######## block 1 ########
Figure 1. Routed clock nets over the placement (block 1).
Bar = 10 um.
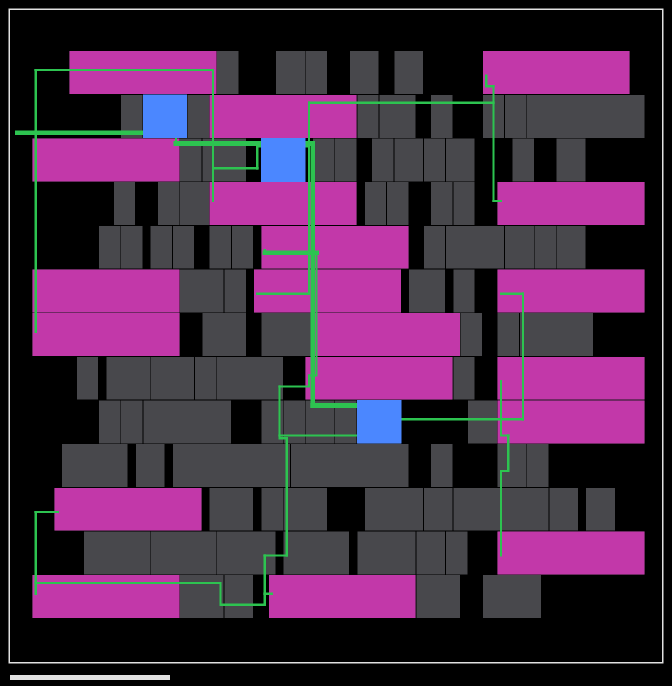

<file path="config.mk">
export PLATFORM = sky130hd
export DESIGN_NAME = twos_to_sign_mag
export DESIGN_NICKNAME = d
export VERILOG_FILES = /design/src/rtl/twos_to_sign_mag.sv
export SDC_FILE = /design/constraint.sdc
export NUM_CORES = 1
export LEC_CHECK = 0
export ABC_AREA = 1
export CAP_MARGIN = 20
export CORE_UTILIZATION = 52
export CTS_BUF_LIST = sky130_fd_sc_hd__clkbuf_2 sky130_fd_sc_hd__clkbuf_4 sky130_fd_sc_hd__clkbuf_8
export DETAILED_ROUTE_END_ITERATION = 10
export HOLD_SLACK_MARGIN = 0.03
export PLACE_DENSITY = 0.75
export SLEW_MARGIN = 20
export SYNTH_ARGS = -nofsm -noshare
export SYNTH_HDL_FRONTEND = slang
export SYNTH_SLANG_ARGS = --single-unit
</file>
<file path="constraint.sdc">
create_clock -name clk -period 1.1 [get_ports clk]
set_input_delay 0.33 -clock clk [delete_from_list [all_inputs] [get_ports clk]]
set_output_delay 0.33 -clock clk [all_outputs]
set_load 0.01 [all_outputs]
</file>
<file path="src/rtl/twos_to_sign_mag.sv">
// Purpose : bit-serial two's-complement to sign-magnitude decoder, LSB first.
// Latency : done pulses WIDTH+1 edges after the accepting edge; next accept WIDTH+2 edges after it.
// Backpr. : start is taken only while ready=1; start while busy is ignored, A is not re-sampled.
//
// Ports:
//   clk   - system clock, rising edge
//   reset - asynchronous active-high reset; aborts any conversion in flight
//   start - conversion request, accepted when ready=1
//   A     - WIDTH-bit two's-complement operand, sampled on the accepting edge
//   ready - high while idle
//   done  - one-cycle pulse, sign/mag carry a fresh result
//   sign  - 1 = operand was negative
//   mag   - unsigned magnitude (most-negative input gives 2^(WIDTH-1), no overflow)
//
// Build option: TWOS_TO_SIGN_MAG_FAST_POS_EN - non-negative operands bypass the
// serial path and complete with done one edge after acceptance.
module twos_to_sign_mag #(
    parameter int WIDTH = 4
) (
    input  logic             clk,
    input  logic             reset,
    input  logic             start,
    input  logic [WIDTH-1:0] A,
    output logic             ready,
    output logic             done,
    output logic             sign,
    output logic [WIDTH-1:0] mag
);

    localparam int CNT_W = $clog2(WIDTH);

    typedef enum logic [1:0] {
        S_IDLE  = 2'd0,
        S_SHIFT = 2'd1,
        S_DONE  = 2'd2
    } state_t;

    state_t           r_state;
    state_t           w_state_nxt;

    logic [WIDTH-1:0] r_shift;
    logic [WIDTH-1:0] r_result;
    logic [WIDTH-1:0] r_mag;
    logic [CNT_W-1:0] r_count;
    logic             r_sign_lat;
    logic             r_seen_one;
    logic             r_sign;
    logic             r_done;
    logic             r_fast;

    logic             w_accept;
    logic             w_last;
    logic             w_bit;
    logic             w_obit;
    logic             w_fast_pos;
    logic [WIDTH-1:0] w_result_nxt;

    assign w_accept = (r_state == S_IDLE) && start;
    assign w_last   = (r_count == CNT_W'(WIDTH - 1));

    // Copy bits up to and including the first 1, invert the rest -- but only
    // when the operand is negative; positive operands pass straight through.
    assign w_bit        = r_shift[0];
    assign w_obit       = w_bit ^ (r_sign_lat & r_seen_one);
    // Fill from the MSB so the first (LSB) output bit lands at bit 0 after WIDTH shifts.
    assign w_result_nxt = {w_obit, r_result[WIDTH-1:1]};

`ifdef TWOS_TO_SIGN_MAG_FAST_POS_EN
    assign w_fast_pos = ~A[WIDTH-1];
`else
    assign w_fast_pos = 1'b0;
`endif

    // State register
    always_ff @(posedge clk or posedge reset) begin
        if (reset) begin
            r_state <= S_IDLE;
        end else begin
            r_state <= w_state_nxt;
        end
    end

    // Next-state logic
    always_comb begin
        w_state_nxt = r_state;
        case (r_state)
            S_IDLE: begin
                if (w_accept) begin
                    w_state_nxt = w_fast_pos ? S_DONE : S_SHIFT;
                end
            end
            S_SHIFT: begin
                if (w_last) begin
                    w_state_nxt = S_DONE;
                end
            end
            S_DONE: begin
                w_state_nxt = S_IDLE;
            end
            default: begin
                w_state_nxt = S_IDLE;
            end
        endcase
    end

    // Datapath registers
    always_ff @(posedge clk or posedge reset) begin
        if (reset) begin
            r_shift    <= '0;
            r_result   <= '0;
            r_mag      <= '0;
            r_count    <= '0;
            r_sign_lat <= 1'b0;
            r_seen_one <= 1'b0;
            r_sign     <= 1'b0;
            r_done     <= 1'b0;
            r_fast     <= 1'b0;
        end else begin
            // The serial path raises done one edge after the DONE state so the
            // pulse lines up with the first idle cycle; this keeps back-to-back
            // throughput at WIDTH+2 edges while giving WIDTH+1 edges of latency.
            // The fast path raises it straight from the accepting edge and the
            // r_fast flag stops the DONE state from pulsing a second time.
            r_done <= (w_accept & w_fast_pos) | ((r_state == S_DONE) & ~r_fast);

            if (w_accept) begin
                r_shift    <= A;
                r_sign_lat <= A[WIDTH-1];
                r_seen_one <= 1'b0;
                r_count    <= '0;
                r_fast     <= w_fast_pos;
                if (w_fast_pos) begin
                    r_mag  <= A;
                    r_sign <= 1'b0;
                end
            end else if (r_state == S_SHIFT) begin
                r_shift    <= r_shift >> 1;
                r_result   <= w_result_nxt;
                r_seen_one <= r_seen_one | w_bit;
                r_count    <= r_count + 1'b1;
                // Outputs hold the previous result until this edge enters DONE.
                if (w_last) begin
                    r_mag  <= w_result_nxt;
                    r_sign <= r_sign_lat;
                end
            end
        end
    end

    // Output logic
    always_comb begin
        ready = (r_state == S_IDLE);
        done  = r_done;
        sign  = r_sign;
        mag   = r_mag;
    end

endmodule
</file>
######## block 2 ########
--- config.mk ---
export PLATFORM = sky130hd
export DESIGN_NAME = seg7_readback
export DESIGN_NICKNAME = d
export VERILOG_FILES = /design/src/rtl/seg7_readback.sv
export SDC_FILE = /design/constraint.sdc
export NUM_CORES = 1
export LEC_CHECK = 0
export ABC_AREA = 1
export ABC_CLOCK_PERIOD_IN_PS = 2200
export CAP_MARGIN = 20
export CORE_MARGIN = 2
export CORE_UTILIZATION = 59
export CTS_CLUSTER_DIAMETER = 30
export CTS_CLUSTER_SIZE = 28
export DETAILED_ROUTE_END_ITERATION = 8
export PLACE_DENSITY = 0.8
export REMOVE_ABC_BUFFERS = 1
export SLEW_MARGIN = 0
export SYNTH_ARGS = -nofsm -noshare
export SYNTH_HDL_FRONTEND = slang
export SYNTH_SLANG_ARGS = --single-unit
--- constraint.sdc ---
create_clock -name i_Clk -period 2.2 [get_ports i_Clk]
set_clock_uncertainty 0.05 [all_clocks]
set_input_delay 0.33 -clock i_Clk [delete_from_list [all_inputs] [get_ports i_Clk]]
set_output_delay 0.33 -clock i_Clk [all_outputs]
set_load 0.005 [all_outputs]
--- src/rtl/seg7_readback.sv ---
// Two-digit 7-segment readback monitor: synchronises both digits' segment lines,
// waits for the pattern to settle, decodes it to a hex byte and strobes value changes.
module seg7_readback #(
    parameter int STABLE_CYCLES = 250000,
    parameter bit ACTIVE_LOW    = 1'b1
) (
    input  logic        i_Clk,
    input  logic        i_Rst_L,
    input  logic [6:0]  i_Segment1,
    input  logic [6:0]  i_Segment2,
    output logic [7:0]  o_Value,
    output logic        o_Valid,
    output logic        o_Error,
    output logic [15:0] o_Change_Count
);

    localparam int          CNT_W       = $clog2(STABLE_CYCLES + 1);
    localparam int unsigned SETTLE_LAST = STABLE_CYCLES - 1;
    localparam logic [CNT_W-1:0] CNT_ONE = CNT_W'(32'd1);
    // Raw pin level that reads as "all segments off" for the selected polarity
    localparam logic [13:0] RAW_OFF     = ACTIVE_LOW ? 14'h3FFF : 14'h0000;

    typedef enum logic [1:0] {
        S_IDLE   = 2'd0,
        S_SETTLE = 2'd1,
        S_DECODE = 2'd2
    } state_t;

    // Returns {valid, nibble} for one logical {G..A} segment pattern.
    function automatic logic [4:0] seg_decode(input logic [6:0] seg);
        logic [4:0] res;
        case (seg)
            7'h3F:   res = 5'h10;
            7'h06:   res = 5'h11;
            7'h5B:   res = 5'h12;
            7'h4F:   res = 5'h13;
            7'h66:   res = 5'h14;
            7'h6D:   res = 5'h15;
            7'h7D:   res = 5'h16;
            7'h07:   res = 5'h17;
            7'h7F:   res = 5'h18;
            7'h6F:   res = 5'h19;
            7'h77:   res = 5'h1A;
            7'h7C:   res = 5'h1B;
            7'h39:   res = 5'h1C;
            7'h5E:   res = 5'h1D;
            7'h79:   res = 5'h1E;
            7'h71:   res = 5'h1F;
            default: res = 5'h00;
        endcase
        return res;
    endfunction

    logic [13:0]      sync1_r, sync2_r;
    logic [13:0]      pat_s;
    state_t           state_r, state_s;
    logic [13:0]      cand_r, cand_s;
    logic [13:0]      acc_r, acc_s;
    logic [CNT_W-1:0] cnt_r, cnt_s;
    logic [7:0]       value_r, value_s;
    logic             valid_r, valid_s;
    logic             error_r, error_s;
    logic [15:0]      change_count_r, change_count_s;
    logic             seen_r, seen_s;
    logic [4:0]       dec_tens_s, dec_ones_s;
    logic             dec_ok_s;
    logic [7:0]       dec_val_s;
    logic             settle_done_s;

    // Two-flop synchroniser on all fourteen segment lines
    always_ff @(posedge i_Clk or negedge i_Rst_L) begin
        if (!i_Rst_L) begin
            sync1_r <= RAW_OFF;
            sync2_r <= RAW_OFF;
        end else begin
            sync1_r <= {i_Segment1, i_Segment2};
            sync2_r <= sync1_r;
        end
    end

    assign pat_s         = ACTIVE_LOW ? ~sync2_r : sync2_r;
    assign dec_tens_s    = seg_decode(cand_r[13:7]);
    assign dec_ones_s    = seg_decode(cand_r[6:0]);
    assign dec_ok_s      = dec_tens_s[4] & dec_ones_s[4];
    assign dec_val_s     = {dec_tens_s[3:0], dec_ones_s[3:0]};
    assign settle_done_s = (32'(cnt_r) + 32'd1) >= SETTLE_LAST;

    // FSM state register
    always_ff @(posedge i_Clk or negedge i_Rst_L) begin
        if (!i_Rst_L) begin
            state_r <= S_IDLE;
        end else begin
            state_r <= state_s;
        end
    end

    // FSM next-state logic
    always_comb begin
        state_s = state_r;
        case (state_r)
            S_IDLE: begin
                if (pat_s != acc_r) begin
                    state_s = S_SETTLE;
                end else begin
                    state_s = S_IDLE;
                end
            end
            S_SETTLE: begin
                if (pat_s != cand_r) begin
                    state_s = S_SETTLE;
                end else if (settle_done_s) begin
                    state_s = S_DECODE;
                end else begin
                    state_s = S_SETTLE;
                end
            end
            S_DECODE: state_s = S_IDLE;
            default:  state_s = S_IDLE;
        endcase
    end

    // FSM output/datapath next values
    always_comb begin
        cand_s         = cand_r;
        acc_s          = acc_r;
        cnt_s          = cnt_r;
        value_s        = value_r;
        valid_s        = 1'b0;
        error_s        = error_r;
        change_count_s = change_count_r;
        seen_s         = seen_r;
        case (state_r)
            S_IDLE: begin
                if (pat_s != acc_r) begin
                    cand_s = pat_s;
                    cnt_s  = '0;
                end else begin
                    cand_s = cand_r;
                end
            end
            S_SETTLE: begin
                if (pat_s != cand_r) begin
                    cand_s = pat_s;
                    cnt_s  = '0;
                end else begin
                    cnt_s = cnt_r + CNT_ONE;
                end
            end
            S_DECODE: begin
                acc_s = cand_r;
                if (dec_ok_s) begin
                    error_s = 1'b0;
                    // The very first valid decode pulses even if it reads 0x00
                    if ((dec_val_s != value_r) || !seen_r) begin
                        value_s = dec_val_s;
                        valid_s = 1'b1;
                        seen_s  = 1'b1;
                        if (change_count_r != 16'hFFFF) begin
                            change_count_s = change_count_r + 16'd1;
                        end else begin
                            change_count_s = change_count_r;
                        end
                    end else begin
                        valid_s = 1'b0;
                    end
                end else begin
                    error_s = 1'b1;
                end
            end
            default: begin
                cand_s = cand_r;
            end
        endcase
    end

    // Datapath and output registers
    always_ff @(posedge i_Clk or negedge i_Rst_L) begin
        if (!i_Rst_L) begin
            cand_r         <= 14'h0000;
            acc_r          <= 14'h0000;
            cnt_r          <= '0;
            value_r        <= 8'h00;
            valid_r        <= 1'b0;
            error_r        <= 1'b0;
            change_count_r <= 16'h0000;
            seen_r         <= 1'b0;
        end else begin
            cand_r         <= cand_s;
            acc_r          <= acc_s;
            cnt_r          <= cnt_s;
            value_r        <= value_s;
            valid_r        <= valid_s;
            error_r        <= error_s;
            change_count_r <= change_count_s;
            seen_r         <= seen_s;
        end
    end

    assign o_Value        = value_r;
    assign o_Valid        = valid_r;
    assign o_Error        = error_r;
    assign o_Change_Count = change_count_r;

endmodule

######## block 3 ########
$ cat config.mk
export PLATFORM = sky130hd
export DESIGN_NAME = pet_status_tracker
export DESIGN_NICKNAME = d
export VERILOG_FILES = /design/src/rtl/pet_status_tracker.sv
export SDC_FILE = /design/constraint.sdc
export NUM_CORES = 1
export LEC_CHECK = 0
export CORE_MARGIN = 1.5
export CORE_UTILIZATION = 58
export DETAILED_ROUTE_END_ITERATION = 10
export PLACE_DENSITY = 0.88
export SLEW_MARGIN = 10
export SYNTH_ARGS = -nofsm -noshare
export SYNTH_HDL_FRONTEND = slang
export SYNTH_SLANG_ARGS = --single-unit
export TNS_END_PERCENT = 50
$ cat constraint.sdc
create_clock -name clk -period 2.9 [get_ports clk]
set_input_delay 0.58 -clock clk [delete_from_list [all_inputs] [get_ports clk]]
set_output_delay 0.58 -clock clk [all_outputs]
set_load 0.005 [all_outputs]
$ cat src/rtl/pet_status_tracker.sv
// pet_status_tracker
// Game-logic stage that feeds the display control FSM. Keeps the pet's
// hunger, boredom and dirt meters, an idle counter and a health state
// machine, all advanced by a 1 Hz game tick and the item-given pulses.
//
// Ports
//   clk, reset           system clock, synchronous active-high reset
//   game_run             high while the game screen is active; low holds all state
//   sec_tick             1-cycle pulse once per game second
//   food_given .. first_aid_given   1-cycle item pulses
//   hunger/bored/dirty/sick/dying/zzzs_enable   registered bubble-select flags
//   dead                 sticky game-over flag
//   hunger/bored/dirt_level          current meter values
module pet_status_tracker #(
  parameter int LVL_W         = 3,
  parameter int THRESH        = 4,
  parameter int HUNGER_PERIOD = 30,
  parameter int BORED_PERIOD  = 20,
  parameter int DIRT_PERIOD   = 45,
  parameter int FEED_AMT      = 3,
  parameter int PLAY_AMT      = 3,
  parameter int SICK_SECS     = 10,
  parameter int DYING_SECS    = 20,
  parameter int DEATH_SECS    = 20,
  parameter int IDLE_SECS     = 15
) (
  input  logic             clk,
  input  logic             reset,
  input  logic             game_run,
  input  logic             sec_tick,
  input  logic             food_given,
  input  logic             ball_given,
  input  logic             broom_given,
  input  logic             pills_given,
  input  logic             first_aid_given,
  output logic             hunger_enable,
  output logic             bored_enable,
  output logic             dirty_enable,
  output logic             sick_enable,
  output logic             dying_enable,
  output logic             zzzs_enable,
  output logic             dead,
  output logic [LVL_W-1:0] hunger_level,
  output logic [LVL_W-1:0] bored_level,
  output logic [LVL_W-1:0] dirt_level
);

  typedef enum logic [1:0] {HEALTHY, SICK, DYING, DEAD} health_t;

  localparam logic [LVL_W-1:0] MAX_LEVEL   = '1;
  localparam logic [7:0]       H_LAST      = 8'(HUNGER_PERIOD - 1);
  localparam logic [7:0]       B_LAST      = 8'(BORED_PERIOD - 1);
  localparam logic [7:0]       D_LAST      = 8'(DIRT_PERIOD - 1);
  localparam logic [7:0]       SICK_LAST   = 8'(SICK_SECS - 1);
  localparam logic [7:0]       DYING_LAST  = 8'(DYING_SECS - 1);
  localparam logic [7:0]       DEATH_LAST  = 8'(DEATH_SECS - 1);
  localparam logic [7:0]       IDLE_LIMIT  = 8'(IDLE_SECS);

  function automatic logic [LVL_W-1:0] sat_inc(input logic [LVL_W-1:0] v);
    return (v == MAX_LEVEL) ? v : v + 1'b1;
  endfunction

  function automatic logic [LVL_W-1:0] sat_sub(input logic [LVL_W-1:0] v, input int amt);
    return (int'(v) > amt) ? v - LVL_W'(amt) : '0;
  endfunction

  function automatic logic at_thresh(input logic [LVL_W-1:0] v);
    return int'(v) >= THRESH;
  endfunction

  health_t          health, health_nxt;
  logic [7:0]       state_timer, state_timer_nxt;
  logic [7:0]       idle_cnt, idle_cnt_nxt;
  logic [7:0]       hunger_cnt, hunger_cnt_nxt;
  logic [7:0]       bored_cnt, bored_cnt_nxt;
  logic [7:0]       dirt_cnt, dirt_cnt_nxt;
  logic [LVL_W-1:0] hunger_nxt, bored_nxt, dirt_nxt;
  logic             tick, live, any_item;

  // live: game running and pet not dead, so meters and items are honoured
  assign tick     = game_run & sec_tick;
  assign live     = game_run & (health != DEAD);
  assign any_item = food_given | ball_given | broom_given | pills_given | first_aid_given;

  // Meters: an item on a meter overrides a coincident tick step
  always_comb begin
    hunger_nxt     = hunger_level;
    hunger_cnt_nxt = hunger_cnt;
    bored_nxt      = bored_level;
    bored_cnt_nxt  = bored_cnt;
    dirt_nxt       = dirt_level;
    dirt_cnt_nxt   = dirt_cnt;
    idle_cnt_nxt   = idle_cnt;
    if (live) begin
      if (food_given) begin
        hunger_nxt     = sat_sub(hunger_level, FEED_AMT);
        hunger_cnt_nxt = '0;
      end else if (sec_tick) begin
        if (hunger_cnt == H_LAST) begin
          hunger_cnt_nxt = '0;
          hunger_nxt     = sat_inc(hunger_level);
        end else begin
          hunger_cnt_nxt = hunger_cnt + 8'd1;
        end
      end

      if (ball_given) begin
        bored_nxt     = sat_sub(bored_level, PLAY_AMT);
        bored_cnt_nxt = '0;
      end else if (sec_tick) begin
        if (bored_cnt == B_LAST) begin
          bored_cnt_nxt = '0;
          bored_nxt     = sat_inc(bored_level);
        end else begin
          bored_cnt_nxt = bored_cnt + 8'd1;
        end
      end

      if (broom_given) begin
        dirt_nxt     = '0;
        dirt_cnt_nxt = '0;
      end else if (sec_tick) begin
        if (dirt_cnt == D_LAST) begin
          dirt_cnt_nxt = '0;
          dirt_nxt     = sat_inc(dirt_level);
        end else begin
          dirt_cnt_nxt = dirt_cnt + 8'd1;
        end
      end

      if (any_item)
        idle_cnt_nxt = '0;
      else if (sec_tick && idle_cnt != 8'hFF)
        idle_cnt_nxt = idle_cnt + 8'd1;
    end
  end

  // Health: the state timer restarts on every transition; a rescue pulse
  // beats a timeout landing in the same cycle
  always_comb begin
    health_nxt      = health;
    state_timer_nxt = state_timer;
    if (game_run) begin
      unique case (health)
        HEALTHY: begin
          if (hunger_level == MAX_LEVEL || dirt_level == MAX_LEVEL) begin
            if (tick) begin
              if (state_timer == SICK_LAST) begin
                health_nxt      = SICK;
                state_timer_nxt = '0;
              end else begin
                state_timer_nxt = state_timer + 8'd1;
              end
            end
          end else begin
            state_timer_nxt = '0;
          end
        end
        SICK: begin
          if (pills_given) begin
            health_nxt      = HEALTHY;
            state_timer_nxt = '0;
          end else if (tick) begin
            if (state_timer == DYING_LAST) begin
              health_nxt      = DYING;
              state_timer_nxt = '0;
            end else begin
              state_timer_nxt = state_timer + 8'd1;
            end
          end
        end
        DYING: begin
          if (first_aid_given) begin
            health_nxt      = SICK;
            state_timer_nxt = '0;
          end else if (tick) begin
            if (state_timer == DEATH_LAST) begin
              health_nxt      = DEAD;
              state_timer_nxt = '0;
            end else begin
              state_timer_nxt = state_timer + 8'd1;
            end
          end
        end
        default: ;
      endcase
    end
  end

  // Flags are registered from next-state values so they follow the
  // causing pulse/tick by exactly one cycle
  always_ff @(posedge clk) begin
    if (reset) begin
      health        <= HEALTHY;
      state_timer   <= '0;
      idle_cnt      <= '0;
      hunger_cnt    <= '0;
      bored_cnt     <= '0;
      dirt_cnt      <= '0;
      hunger_level  <= '0;
      bored_level   <= '0;
      dirt_level    <= '0;
      hunger_enable <= 1'b0;
      bored_enable  <= 1'b0;
      dirty_enable  <= 1'b0;
      sick_enable   <= 1'b0;
      dying_enable  <= 1'b0;
      zzzs_enable   <= 1'b0;
      dead          <= 1'b0;
    end else begin
      health        <= health_nxt;
      state_timer   <= state_timer_nxt;
      idle_cnt      <= idle_cnt_nxt;
      hunger_cnt    <= hunger_cnt_nxt;
      bored_cnt     <= bored_cnt_nxt;
      dirt_cnt      <= dirt_cnt_nxt;
      hunger_level  <= hunger_nxt;
      bored_level   <= bored_nxt;
      dirt_level    <= dirt_nxt;
      dead          <= (health_nxt == DEAD);
      hunger_enable <= (health_nxt != DEAD) && at_thresh(hunger_nxt);
      bored_enable  <= (health_nxt != DEAD) && at_thresh(bored_nxt);
      dirty_enable  <= (health_nxt != DEAD) && at_thresh(dirt_nxt);
      sick_enable   <= (health_nxt == SICK);
      dying_enable  <= (health_nxt == DYING);
      zzzs_enable   <= (health_nxt == HEALTHY) && !at_thresh(hunger_nxt) &&
                       !at_thresh(bored_nxt) && !at_thresh(dirt_nxt) &&
                       (idle_cnt_nxt >= IDLE_LIMIT);
    end
  end

endmodule

######## block 4 ########
File: config.mk
export PLATFORM = sky130hd
export DESIGN_NAME = ps2_key_rx
export DESIGN_NICKNAME = d
export VERILOG_FILES = /design/src/rtl/ps2_pkg.sv /design/src/rtl/ps2_key_rx_fifo.sv /design/src/rtl/ps2_key_rx.sv
export SDC_FILE = /design/constraint.sdc
export NUM_CORES = 1
export LEC_CHECK = 0
export ABC_AREA = 1
export CORE_UTILIZATION = 30
export CTS_BUF_LIST = sky130_fd_sc_hd__clkbuf_4 sky130_fd_sc_hd__clkbuf_8
export DETAILED_ROUTE_END_ITERATION = 16
export PLACE_DENSITY = 0.44
export SLEW_MARGIN = 0
export SYNTH_ARGS = -nofsm -noshare
export SYNTH_HDL_FRONTEND = slang
export SYNTH_HIERARCHICAL = 1
export SYNTH_SLANG_ARGS = --single-unit
File: constraint.sdc
create_clock -name clk50 -period 2.6 [get_ports clk50]
set_clock_uncertainty 0.15 [all_clocks]
set_input_delay 0.26 -clock clk50 [delete_from_list [all_inputs] [get_ports clk50]]
set_output_delay 0.26 -clock clk50 [all_outputs]
set_load 0.1 [all_outputs]
File: src/rtl/ps2_pkg.sv
// Shared types and constants for the PS/2 keyboard receiver: frame FSM states,
// prefix scan codes and the event record carried through the event FIFO.
package ps2_pkg;

  typedef enum logic [1:0] {
    IDLE,
    DATA,
    PAR,
    STOP
  } ps2_state_e;

  localparam logic [7:0] PS2_EXT_PREFIX = 8'hE0;
  localparam logic [7:0] PS2_REL_PREFIX = 8'hF0;

  typedef struct packed {
    logic       ext;
    logic       rel;
    logic [7:0] code;
  } ps2_evt_t;

  // PS/2 uses odd parity over the eight data bits plus the parity bit.
  function automatic logic odd_parity_ok(input logic [7:0] data, input logic par);
    return ^{data, par};
  endfunction

endpackage

File: src/rtl/ps2_key_rx_fifo.sv
// First-word fall-through event FIFO; a push into a full FIFO without a
// simultaneous pop is dropped and latches a sticky overflow flag.
module ps2_evt_fifo
  import ps2_pkg::*;
#(
  parameter int DEPTH = 8
) (
  input  logic     clk,
  input  logic     rst,
  input  logic     push,
  input  ps2_evt_t din,
  input  logic     pop,
  output ps2_evt_t dout,
  output logic     full,
  output logic     empty,
  output logic     overflow
);

  localparam int AW = $clog2(DEPTH);

  ps2_evt_t        mem_q [DEPTH];
  logic [AW-1:0]   wr_ptr_q, wr_ptr_d;
  logic [AW-1:0]   rd_ptr_q, rd_ptr_d;
  logic [AW:0]     count_q, count_d;
  logic            overflow_q, overflow_d;
  logic            do_push, do_pop;

  assign empty    = (count_q == '0);
  assign full     = (count_q == (AW + 1)'(DEPTH));
  assign overflow = overflow_q;
  // Empty FIFO presents zeros rather than whatever stale entry the pointer hits.
  assign dout     = empty ? '0 : mem_q[rd_ptr_q];

  // NOTE: every signal assigned in always_comb gets a default first, so no path leaves it unassigned and no latch is inferred.
  always_comb begin
    do_pop     = pop && !empty;
    do_push    = push && (!full || do_pop);
    wr_ptr_d   = wr_ptr_q;
    rd_ptr_d   = rd_ptr_q;
    count_d    = count_q;
    overflow_d = overflow_q || (push && !do_push);
    if (do_push) wr_ptr_d = wr_ptr_q + AW'(1);
    if (do_pop)  rd_ptr_d = rd_ptr_q + AW'(1);
    if (do_push && !do_pop)      count_d = count_q + (AW + 1)'(1);
    else if (do_pop && !do_push) count_d = count_q - (AW + 1)'(1);
  end

  // NOTE: sequential state is updated with non-blocking assignments only, so every flop samples pre-edge values.
  always_ff @(posedge clk) begin
    if (rst) begin
      wr_ptr_q   <= '0;
      rd_ptr_q   <= '0;
      count_q    <= '0;
      overflow_q <= 1'b0;
    end else begin
      wr_ptr_q   <= wr_ptr_d;
      rd_ptr_q   <= rd_ptr_d;
      count_q    <= count_d;
      overflow_q <= overflow_d;
    end
  end

  // NOTE: the storage array has no reset; validity is tracked by count_q alone, which keeps it plain RAM.
  always_ff @(posedge clk) begin
    if (do_push) mem_q[wr_ptr_q] <= din;
  end

endmodule

File: src/rtl/ps2_key_rx.sv
// PS/2 keyboard receiver: synchronises kclk/kin, deframes parity-checked bytes,
// folds E0/F0 prefixes into key events and queues them. Define PS2_RX_TIMEOUT_EN for the frame watchdog.
module ps2_key_rx
  import ps2_pkg::*;
#(
  parameter int CLK_HZ      = 50000000,
  parameter int FIFO_DEPTH  = 8,
  parameter int SYNC_STAGES = 2,
  parameter int TIMEOUT_US  = 2000
) (
  input  logic       clk50,
  input  logic       rst,
  input  logic       kclk,
  input  logic       kin,
  output logic [7:0] evt_code,
  output logic       evt_ext,
  output logic       evt_rel,
  output logic       evt_valid,
  input  logic       evt_ready,
  output logic       idle,
  output logic       overflow,
  output logic       frame_err
);

  logic [SYNC_STAGES-1:0] kclk_sync_q, kclk_sync_d;
  logic [SYNC_STAGES-1:0] kin_sync_q, kin_sync_d;
  logic                   kclk_prev_q;
  logic                   kclk_s, kin_s, fall;
  ps2_state_e             state_q, state_d;
  logic [2:0]             bitcnt_q, bitcnt_d;
  logic [7:0]             shift_q, shift_d;
  logic                   par_q, par_d;
  logic                   byte_valid_q, byte_valid_d;
  logic                   frame_err_q, frame_err_d;
  logic                   ext_q, ext_d, rel_q, rel_d;
  logic                   tmo_hit;
  logic                   push;
  ps2_evt_t               push_evt, head_evt;
  logic                   fifo_full, fifo_empty;

  assign kclk_sync_d = {kclk_sync_q[SYNC_STAGES-2:0], kclk};
  assign kin_sync_d  = {kin_sync_q[SYNC_STAGES-2:0], kin};
  assign kclk_s      = kclk_sync_q[SYNC_STAGES-1];
  assign kin_s       = kin_sync_q[SYNC_STAGES-1];
  assign fall        = kclk_prev_q && !kclk_s;

  always_ff @(posedge clk50) begin
    if (rst) begin
      kclk_sync_q  <= '1;
      kin_sync_q   <= '1;
      kclk_prev_q  <= 1'b1;
      state_q      <= IDLE;
      bitcnt_q     <= '0;
      shift_q      <= '0;
      par_q        <= 1'b0;
      byte_valid_q <= 1'b0;
      frame_err_q  <= 1'b0;
      ext_q        <= 1'b0;
      rel_q        <= 1'b0;
    end else begin
      kclk_sync_q  <= kclk_sync_d;
      kin_sync_q   <= kin_sync_d;
      kclk_prev_q  <= kclk_s;
      state_q      <= state_d;
      bitcnt_q     <= bitcnt_d;
      shift_q      <= shift_d;
      par_q        <= par_d;
      byte_valid_q <= byte_valid_d;
      frame_err_q  <= frame_err_d;
      ext_q        <= ext_d;
      rel_q        <= rel_d;
    end
  end

  always_comb begin
    state_d      = state_q;
    bitcnt_d     = bitcnt_q;
    shift_d      = shift_q;
    par_d        = par_q;
    byte_valid_d = 1'b0;
    frame_err_d  = 1'b0;
    if (tmo_hit) begin
      state_d     = IDLE;
      frame_err_d = 1'b1;
    end else if (fall) begin
      unique case (state_q)
        IDLE: if (!kin_s) begin
          state_d  = DATA;
          bitcnt_d = '0;
        end
        DATA: begin
          shift_d  = {kin_s, shift_q[7:1]};
          bitcnt_d = bitcnt_q + 3'd1;
          if (bitcnt_q == 3'd7) state_d = PAR;
        end
        PAR: begin
          par_d   = kin_s;
          state_d = STOP;
        end
        STOP: begin
          state_d = IDLE;
          if (kin_s && odd_parity_ok(shift_q, par_q)) byte_valid_d = 1'b1;
          else                                         frame_err_d  = 1'b1;
        end
        default: state_d = IDLE;
      endcase
    end
  end

  always_comb begin
    idle = (state_q == IDLE) && !ext_q && !rel_q;
  end

  // Prefix decoder: shift_q still holds the received byte while byte_valid_q is high.
  always_comb begin
    ext_d         = ext_q;
    rel_d         = rel_q;
    push          = 1'b0;
    push_evt.ext  = ext_q;
    push_evt.rel  = rel_q;
    push_evt.code = shift_q;
    if (frame_err_q) begin
      ext_d = 1'b0;
      rel_d = 1'b0;
    end else if (byte_valid_q) begin
      if (shift_q == PS2_EXT_PREFIX)      ext_d = 1'b1;
      else if (shift_q == PS2_REL_PREFIX) rel_d = 1'b1;
      else begin
        push  = 1'b1;
        ext_d = 1'b0;
        rel_d = 1'b0;
      end
    end
  end

`ifdef PS2_RX_TIMEOUT_EN
  localparam int TMO_CYCLES = CLK_HZ / 1000000 * TIMEOUT_US;
  localparam int TMO_W      = $clog2(TMO_CYCLES + 1);

  logic [TMO_W-1:0] tmo_cnt_q, tmo_cnt_d;

  always_comb begin
    tmo_cnt_d = (state_q == IDLE || fall) ? '0 : tmo_cnt_q + TMO_W'(1);
  end

  always_ff @(posedge clk50) begin
    if (rst) tmo_cnt_q <= '0;
    else     tmo_cnt_q <= tmo_cnt_d;
  end

  assign tmo_hit = (tmo_cnt_q == TMO_W'(TMO_CYCLES));
`else
  // Without the watchdog the timing parameters have no effect.
  localparam int unused_tmo_cfg = CLK_HZ / 1000000 * TIMEOUT_US;
  assign tmo_hit = 1'b0;
`endif

  ps2_evt_fifo #(
    .DEPTH(FIFO_DEPTH)
  ) u_fifo (
    .clk     (clk50),
    .rst     (rst),
    .push    (push),
    .din     (push_evt),
    .pop     (evt_ready),
    .dout    (head_evt),
    .full    (fifo_full),
    .empty   (fifo_empty),
    .overflow(overflow)
  );

  assign evt_valid = !fifo_empty;
  assign evt_code  = head_evt.code;
  assign evt_ext   = head_evt.ext;
  assign evt_rel   = head_evt.rel;
  assign frame_err = frame_err_q;

endmodule

Figure 2. Cell classes on the final placement (block 3).
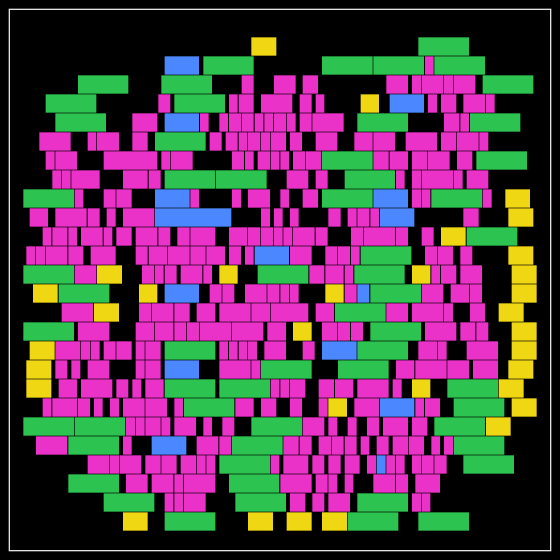
colour	class	cells	share of their area
yellow	remaining buffers and delay cells	32	8.3%
green	registers	58	32%
magenta	remaining logic cells	312	54%
blue	clock drivers and dummy loads	15	5.6%

==> flow_metrics.env, block 3 <==
# implementation run metrics
export IMPL_ys_seq_share_pct=36.2
export IMPL_port_buffers=24
export IMPL_rsz_0062_raised_after_global_routing="no"
export IMPL_post_layout_nonfiller_instances=487
export IMPL_p_seq_share_pct=47.9
export IMPL_synth_seq_cells=58
export IMPL_slew_limit_headroom_pct=59.5
export IMPL_critical_path_arrival_ns=2.62
export IMPL_synthToLayoutAreaGrowth_pct=15.9
export IMPL_log_warning_count=36
export IMPL_tritoncts_clock_tree="built"
export IMPL_mapped_cell_area_mm2=0.00320
export IMPL_via_count=2869
export IMPL_status="finished, final reports clean"
export IMPL_dr_wl_met2_um=3270
export IMPL_post_synth_inst_count=382
export IMPL_critical_path_top_delay_family="AND-OR/OR-AND gates"
export IMPL_synth_edff_count=0
export IMPL_p_comb_w=0.000119
export IMPL_synth_simple_area_share_pct=28.4
export IMPL_worst_hold_path_type="reg2reg"
export IMPL_report_final_setup_viol=0
export IMPL_grt_start_max_net_pins=16
export IMPL_final_cell_mix="nor2_1, dfxtp_1, nand2_1"
export IMPL_drt_vias_per_instance=5.89
export IMPL_post_synth_top_area_fraction_pct=36.3
export IMPL_routed_wl_met3_um=464
export IMPL_combGateArea_mm2=0.00191
export IMPL_most_common_library_cells_after_synthesis="dfxtp_1, nor2_1, nand2_1"
export IMPL_placementRows=26
## block 3: worst paths after layout
kind | from | end | slack (ns) | cells past startpoint
max reg2reg | health[0] | state_timer[5] | 0.59 | 7
min reg2reg | dirt_level[1] | dirt_level[1] | 0.49 | 2
min | dirt_level[1] | dirt_level[1] | 0.49 | 2
max | game_run | zzzs_enable | 0.54 | 7
## block 3: cell type report
cell class	instances	area share [%]
multi-input cells	298	51.3
flip-flops and latches	58	31.3
repair buffers	32	8.09
clock buffers	13	4.55
well taps	70	2.36
inverters	14	1.42
clock inverters	2	0.944
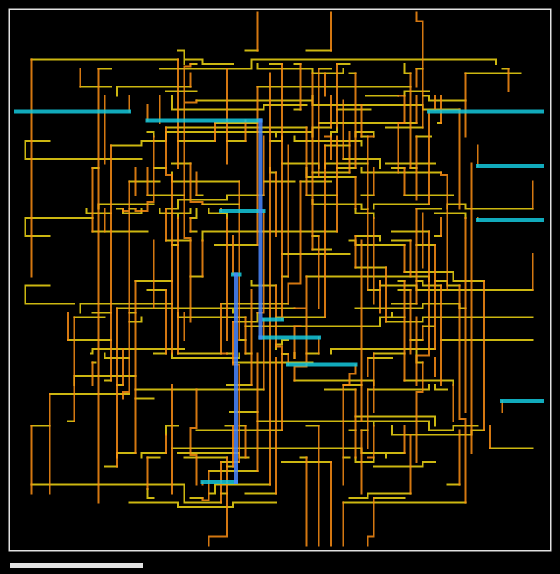
Figure 3: block 1, signal wires by layer.
Bar = 10 um.
colour	layer	wire length
blue	M4	32.0 um
orange	M2	914 um
cyan	M3	55.0 um
yellow	M1	746 um

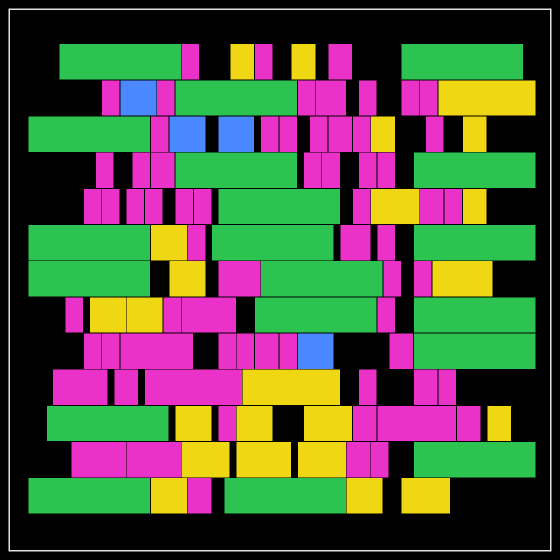
Figure 4: block 1, cell classes on the final placement.
colour	class	cells	share of their area
magenta	remaining logic cells	66	33%
blue	clock drivers and dummy loads	4	2.9%
green	registers	19	45%
yellow	remaining buffers and delay cells	23	19%

About Figure 1:
[green] clock wires | length: 211 um
[blue] clock-net drivers | count: 3
[magenta] flip-flops | count: 19
flops lie	widely spread
routed clock nets	4

==> flow_metrics.env, block 1 <==
# implementation run metrics
export IMPL_final_core_utilization_pct=79.3
export IMPL_largest_cell_class="registers"
export IMPL_syn_nets=93
export IMPL_yosysWarningCount=0
export IMPL_report_final_setup_viol=7
export IMPL_finalClockPeriodUsage_pct=117
export IMPL_via_count=667
export IMPL_bufs_and_invs_on_worst_path=1
export IMPL_violations="negative setup slack"
export IMPL_yosysCellCount=85
export IMPL_synth_simple_area_share_pct=30.0
export IMPL_kind_of_end_point_of_the_critical_path="output pin"
export IMPL_seqAreaFraction_pct=44.4
export IMPL_finalWorstSetupSlack_ns=-0.187
export IMPL_most_common_library_cells_after_synthesis="nand2_1, dfrtp_1, nand3_1"
export IMPL_critical_path_max_fanout=2
export IMPL_finalNetCount=121
export IMPL_cts_root_buf="clkbuf_4"
export IMPL_clock_power_share_pct=13.1
export IMPL_seq_cell_count=19
export IMPL_time_the_final_worst_path_needs_with_i_o_delays_and_setup_ns=1.29
export IMPL_ys_area_um2=776
export IMPL_n_antenna_cell=0
export IMPL_status="finished with violations"
export IMPL_pg_seq_w=0.00118
export IMPL_drt_vias_per_instance=5.25
export IMPL_yosys_cell_count_top_type="nand2_1"
export IMPL_worst_hold_path_type="in2async"
export IMPL_via_count_of_the_first_global_routing_pass=618
export IMPL_post_drt_wl_per_cell_um=13.7
==> block 1: cell families (layout without fill, tap and decap cells) <==
| kind of cell | Yosys count | count (layout) |
|---|---|---|
| compound gates | 6 | 6 |
| simple gates | 53 | 53 |
| fa+ha+maj | 1 | 1 |
| buf+inv | 6 | 33 |
| flops | 19 | 19 |
==> block 1: final timing paths <==
check                                start  slack, ns    endpoint
worst min register to register      mag[0]       0.48      mag[0]
worst min-delay path                 reset       0.33  r_state[1]
max in group asynchronous            reset       0.64        sign
worst max-delay path            r_state[1]      -0.19       ready
worst max register to register  r_state[1]          0      mag[3]
min in group clk                     start       0.46  r_shift[0]
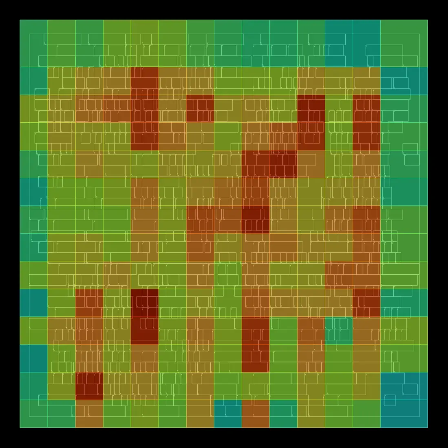
Figure 5: block 2, track usage over the die.
final core utilization: 72.0%
GRT Resource Usage Total: 24.4%
GR peak layer: met2
drt wl/cell: 13.7 um

==> flow_metrics.env, block 2 <==
# implementation run metrics
export IMPL_finalWorstSetupSlack_ns=0.119
export IMPL_synth_seq_cells=103
export IMPL_drc_errors=0
export IMPL_synthToLayoutAreaGrowth_pct=18.9
export IMPL_power_net_switching_w=0.000849
export IMPL_worst_hold_path_endpoint="sync1_r[9]"
export IMPL_place_congestion=0.957
export IMPL_status="finished, final reports clean"
export IMPL_synth_edff_count=0
export IMPL_ant_nets=0
export IMPL_clk_lat_worst_skew_ns=0.37
export IMPL_ctsLongestPathBuffers=2
export IMPL_totalNegativeSetupSlack_ns=0
export IMPL_die_size_x_um=101
export IMPL_cts_root_buf="clkbuf_8"
export IMPL_power_static_leakage_nw=2.95
export IMPL_cts_clk_slew_worst_paths_ns=0.11
export IMPL_routing_usage_on_met2_pct=40.9
export IMPL_synthDominantAreaCellType="dfrtp_1"
export IMPL_fin_hold_ws_ns=0.300
==> block 2: power groups by stage <==
stage               registers, W  clock network (W)  logic (W)
floorplan                0.00202                  0   0.000105
global placement         0.00203                  0   0.000195
detailed placement       0.00203                  0   0.000199
CTS                      0.00200            0.00112   0.000202
global route             0.00201            0.00119   0.000255
finish                   0.00201            0.00109   0.000227
==> block 2: cell type report <==
class	instances	area [um^2]	area share (%)
multi-input cells	538	2800	42.0
repair buffers	66	657	9.87
well taps	129	161	2.43
inverters	61	234	3.52
clock buffers	10	128	1.92
flip-flops and latches	103	2630	39.6
clock inverters	6	45.0	0.677
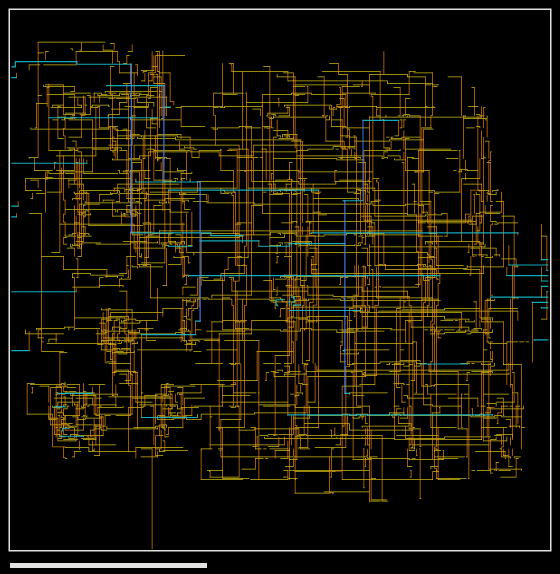
Figure 6: block 4, signal wires by layer.
Bar = 50 um.
colour	layer	wire length
blue	M4	172 um
cyan	M3	568 um
yellow	M1	5,470 um
orange	M2	5,690 um
Via Count: 3,677
Post-Route WL: 11,900 um
drt wl/cell: 13.9 um

==> flow_metrics.env, block 4 <==
# implementation run metrics
export IMPL_clock_buffers_created_by_tritoncts=17
export IMPL_worst_hold_path_endpoint="kin_sync_q[0]"
export IMPL_time_the_final_worst_path_needs_with_i_o_delays_and_setup_ns=2.42
export IMPL_finalWorstSetupSlack_ns=0.183
export IMPL_status="finished, final reports clean"
export IMPL_routed_wl_met3_um=567
export IMPL_drtIter0Drc=117
export IMPL_ant_nets=0
export IMPL_num_fill_cells=1837
export IMPL_fp_coreArea_mm2=0.0180
export IMPL_worst_setup_path_type="reg2out"
export IMPL_p_seq_share_pct=29.1
export IMPL_timing_critical_path_mode_cell="nand2_1"
export IMPL_synthToLayoutAreaGrowth_pct=19.1
export IMPL_nMultiInputCombCells=355
export IMPL_drt_met1_wl_um=5470
export IMPL_seqAreaFraction_pct=48.2
export IMPL_dieHeight_um=137
block 4: power groups by stage:
stage	logic (W)	clock network (W)	registers, W
floorplan	0.00233	0	0.00211
global placement	0.00319	0	0.00214
finish	0.00320	0.00190	0.00210
CTS	0.00321	0.00196	0.00210
detailed placement	0.00321	0	0.00214
global route	0.00343	0.00203	0.00210

==> layout pictures side by side <==
Routed clock nets over the placement.
panel A
Bar = 50 um.
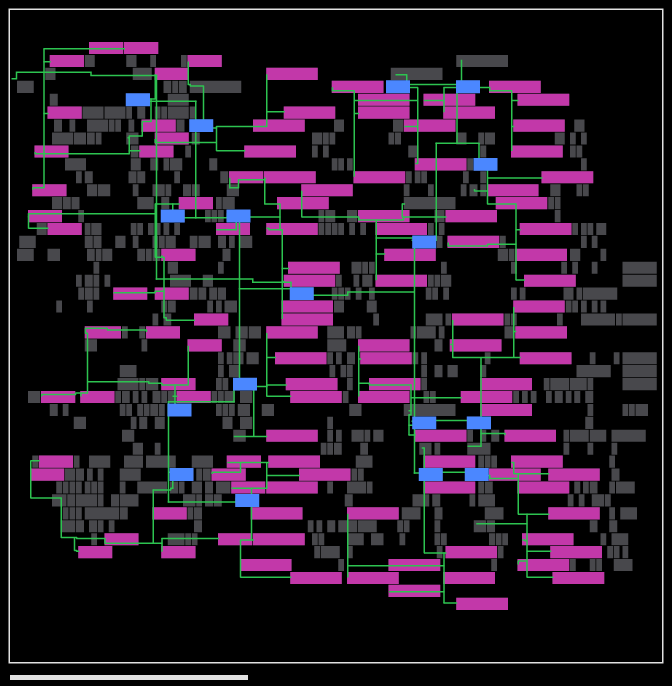
panel B
Bar = 20 um.
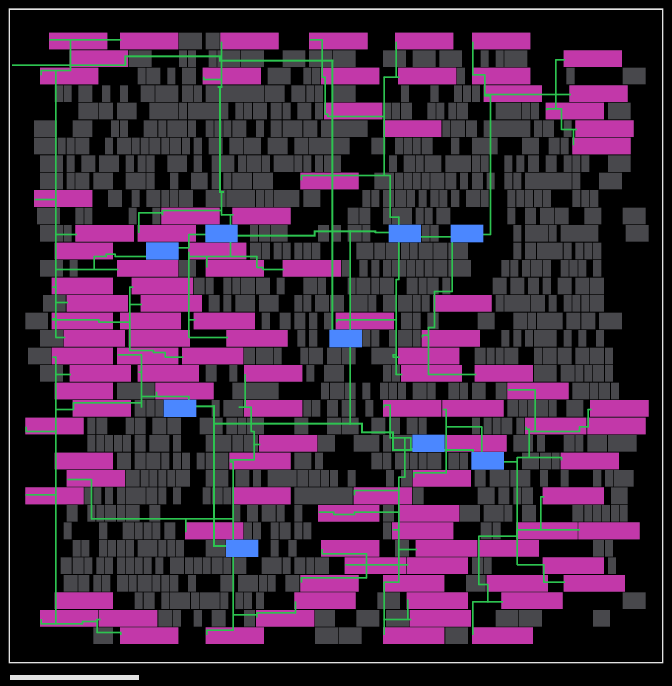
panel C
Bar = 20 um.
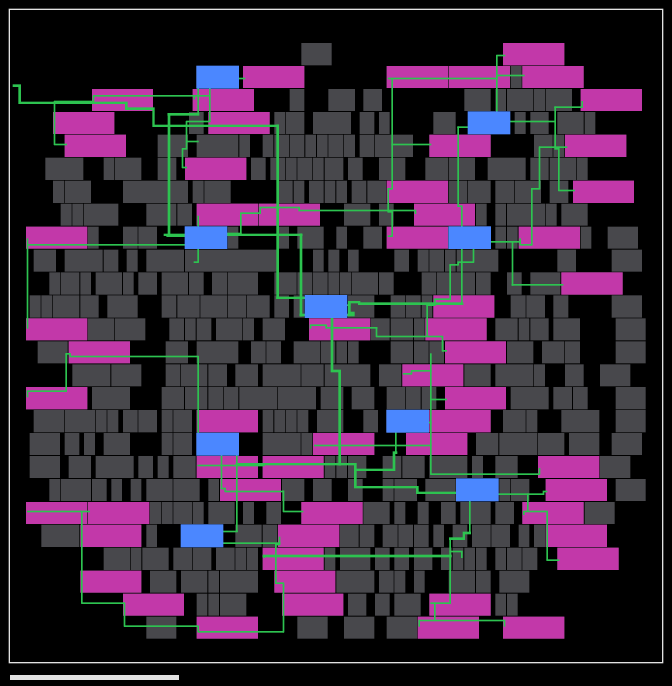
Panel B comes from block 2.
Panel C comes from block 3.
Panel A comes from block 4.
The one with the fewest sequential cells is panel C.
The one with the smallest die is panel C.


######## block 5 ########
===== src/rtl/monitor_transiciones.sv =====
`default_nettype none
// +--------------------------------------------------------------------------+
// | monitor_transiciones: per-channel bus Hamming-distance accumulator with  |
// | one-cycle read port. Optional macro CONTADOR_SATURACION_EN saturates.    |
// | Revision: 1.0                                                            |
// +--------------------------------------------------------------------------+
module monitor_transiciones #(
   parameter int DATA_W  = 8,
   parameter int NUM_CNT = 3,
   parameter int DIR_W   = 2,
   parameter int CNT_W   = 32
) (
   input  logic              clk,
   input  logic              reset_L,
   input  logic [DATA_W-1:0] muestra,
   input  logic [DIR_W-1:0]  canal,
   input  logic              habilitar,
   input  logic              borrar,
   input  logic              rd_req,
   input  logic [DIR_W-1:0]  rd_dir,
   output logic [CNT_W-1:0]  rd_dato,
   output logic              rd_valido,
   output logic              ocupado
`ifdef CONTADOR_SATURACION_EN
   ,
   output logic              saturado
`endif
);

   typedef enum logic [1:0] {
      INICIO   = 2'd0,
      ACTIVO   = 2'd1,
      BORRANDO = 2'd2
   } estado_t;

   estado_t           r_estado;
   logic [DATA_W-1:0] r_prev;
   logic [CNT_W-1:0]  r_cnt [NUM_CNT];
   logic [DIR_W-1:0]  r_idx_borrar;

   logic [DATA_W-1:0] w_xor;
   logic [CNT_W-1:0]  w_delta;
   logic [CNT_W-1:0]  w_cnt_sel;
   logic [CNT_W-1:0]  w_rd_val;
   logic [CNT_W-1:0]  w_nuevo;
   logic              w_canal_ok;

   always_comb begin
      w_xor      = muestra ^ r_prev;
      w_delta    = '0;
      for (int i = 0; i < DATA_W; i++) begin
         w_delta = w_delta + CNT_W'(w_xor[i]);
      end
      w_cnt_sel  = '0;
      w_rd_val   = '0;
      w_canal_ok = 1'b0;
      for (int k = 0; k < NUM_CNT; k++) begin
         if (canal == DIR_W'(k)) begin
            w_cnt_sel  = r_cnt[k];
            w_canal_ok = 1'b1;
         end
         if (rd_dir == DIR_W'(k)) begin
            w_rd_val = r_cnt[k];
         end
      end
   end

`ifdef CONTADOR_SATURACION_EN
   logic [CNT_W:0] w_suma;
   logic           w_tope;

   // One extra bit catches the carry so the sum can be clamped to all-ones.
   always_comb begin
      w_suma  = {1'b0, w_cnt_sel} + {1'b0, w_delta};
      w_tope  = (w_suma >= {1'b0, {CNT_W{1'b1}}});
      w_nuevo = w_suma[CNT_W] ? {CNT_W{1'b1}} : w_suma[CNT_W-1:0];
   end
`else
   assign w_nuevo = w_cnt_sel + w_delta;
`endif

   always_ff @(posedge clk or negedge reset_L) begin
      if (!reset_L) begin
         r_estado     <= INICIO;
         r_prev       <= '0;
         r_idx_borrar <= '0;
         rd_dato      <= '0;
         rd_valido    <= 1'b0;
         ocupado      <= 1'b0;
         for (int k = 0; k < NUM_CNT; k++) begin
            r_cnt[k] <= '0;
         end
`ifdef CONTADOR_SATURACION_EN
         saturado     <= 1'b0;
`endif
      end else begin
         rd_valido <= 1'b0;
         case (r_estado)
            BORRANDO: begin
               for (int k = 0; k < NUM_CNT; k++) begin
                  if (r_idx_borrar == DIR_W'(k)) begin
                     r_cnt[k] <= '0;
                  end
               end
               if (r_idx_borrar == DIR_W'(NUM_CNT - 1)) begin
                  r_estado     <= INICIO;
                  ocupado      <= 1'b0;
                  r_idx_borrar <= '0;
`ifdef CONTADOR_SATURACION_EN
                  saturado     <= 1'b0;
`endif
               end else begin
                  r_idx_borrar <= r_idx_borrar + DIR_W'(1);
               end
            end
            default: begin
               // Read sees the counters before this cycle's accumulation.
               if (rd_req) begin
                  rd_dato   <= w_rd_val;
                  rd_valido <= 1'b1;
               end
               if (borrar) begin
                  r_estado     <= BORRANDO;
                  ocupado      <= 1'b1;
                  r_idx_borrar <= '0;
               end else if (habilitar) begin
                  r_prev   <= muestra;
                  r_estado <= ACTIVO;
                  // The first sample after INICIO only seeds the reference.
                  if ((r_estado == ACTIVO) && w_canal_ok) begin
                     for (int k = 0; k < NUM_CNT; k++) begin
                        if (canal == DIR_W'(k)) begin
                           r_cnt[k] <= w_nuevo;
                        end
                     end
`ifdef CONTADOR_SATURACION_EN
                     if (w_tope) begin
                        saturado <= 1'b1;
                     end
`endif
                  end
               end
            end
         endcase
      end
   end

endmodule
`default_nettype wire


===== config.mk =====
export PLATFORM = sky130hd
export DESIGN_NAME = monitor_transiciones
export DESIGN_NICKNAME = d
export VERILOG_FILES = /design/src/rtl/monitor_transiciones.sv
export SDC_FILE = /design/constraint.sdc
export NUM_CORES = 1
export LEC_CHECK = 0
export CAP_MARGIN = 15
export CORE_MARGIN = 2
export CORE_UTILIZATION = 40
export CTS_CLUSTER_DIAMETER = 200
export DETAILED_ROUTE_END_ITERATION = 6
export DONT_BUFFER_PORTS = 1
export GPL_TIMING_DRIVEN = 0
export MAX_ROUTING_LAYER = met4
export PLACE_DENSITY = 0.61
export SYNTH_ARGS = -nofsm -noshare
export SYNTH_HDL_FRONTEND = slang
export SYNTH_SLANG_ARGS = --single-unit

===== constraint.sdc =====
create_clock -name clk -period 6.35 [get_ports clk]
set_clock_uncertainty 0.05 [all_clocks]
set_input_delay 1.27 -clock clk [delete_from_list [all_inputs] [get_ports clk]]
set_output_delay 1.27 -clock clk [all_outputs]
set_load 0.02 [all_outputs]

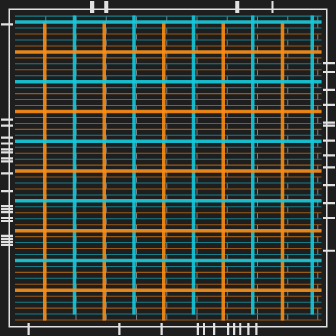
Figure 7: block 5, floorplan with the power grid.
Pins as bars on the die edge. Tap cells in grey.
colour	net
cyan	VDD
orange	VSS
tap cells	265
met1 rails	52
die x size: 144 um
Peak supply drop: 0.000359 V
Die Span Y: 144 um
Core Area: 0.0194 mm^2

==> flow_metrics.env <==
# implementation run metrics
export IMPL_status="finished, final reports clean"
export IMPL_cts_sinks=142
export IMPL_mapped_cell_area_mm2=0.00787
export IMPL_internal_power_w=0.00189
export IMPL_yosysWarningCount=0
export IMPL_cts_repair_resized=1
export IMPL_share_comb_of_total_power_pct=29.9
export IMPL_r2r_end="r_cnt[88]"
export IMPL_regMostFlops="r_cnt"
export IMPL_cap_violations=0
export IMPL_syn_mean_instance_area_um2=9.67
export IMPL_cts_clk_slew_worst_paths_ns=0.07
export IMPL_post_layout_nonfiller_instances=1108
export IMPL_dr_wl_met2_um=10400
export IMPL_ys_area_mm2=0.00787
export IMPL_timing_final_max_slew_violations=0
export IMPL_register_area_mm2=0.00355
export IMPL_kind_of_end_point_of_the_critical_path="flip-flop"
export IMPL_power_static_leakage_nw=3.83
export IMPL_via_count_of_the_first_global_routing_pass=6381
export IMPL_signal_buffer_area_fraction_pct=2.72
export IMPL_report_final_setup_viol=0
export IMPL_slew_limit_headroom_pct=15.0
## power by group through the flow
stage / combinational, W / clock (W) / sequential (W)
floorplan: 0.000612 / 0 / 0.00106
global placement: 0.000844 / 0 / 0.00107
detailed placement: 0.000873 / 0 / 0.00108
CTS: 0.000884 / 0.00100 / 0.00106
global route: 0.000978 / 0.00105 / 0.00107
finish: 0.000875 / 0.000991 / 0.00106
## cells by family after synthesis
kind of cell / share of synthesized area, %
simple gates: 16.2
compound gates: 18.0
flops: 45.2
mux: 12.7
fa+ha+maj: 2.23
xor+xnor: 2.12
buf+inv: 3.56


==> notes/layouts.md <==
Pictures saved along the way, in no particular order.

Track usage over the die.
picture 1
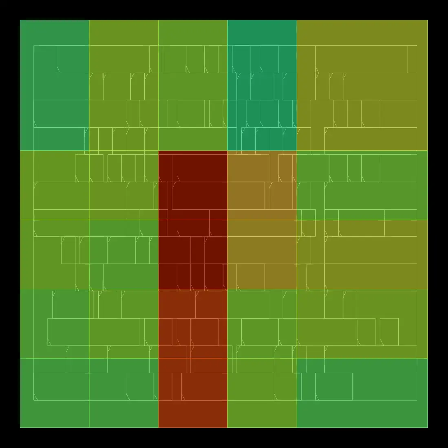
picture 2
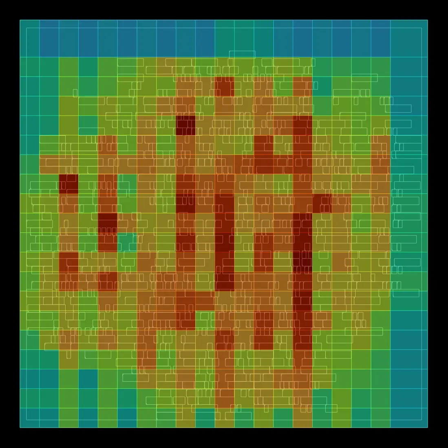
picture 3
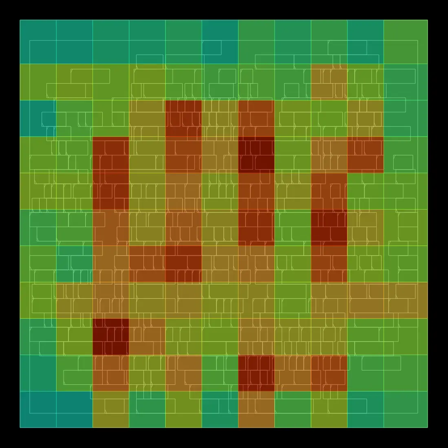
picture 4
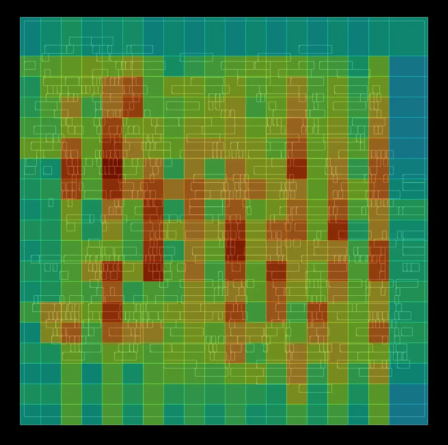
Block 3 is picture 3.
Block 4 is picture 4.
Block 5 is picture 2.
Block 1 is picture 1.
The one with the lowest track usage is picture 4.
The one with the most wire per cell is picture 2.

Power is estimated from default activity; no workload was simulated.
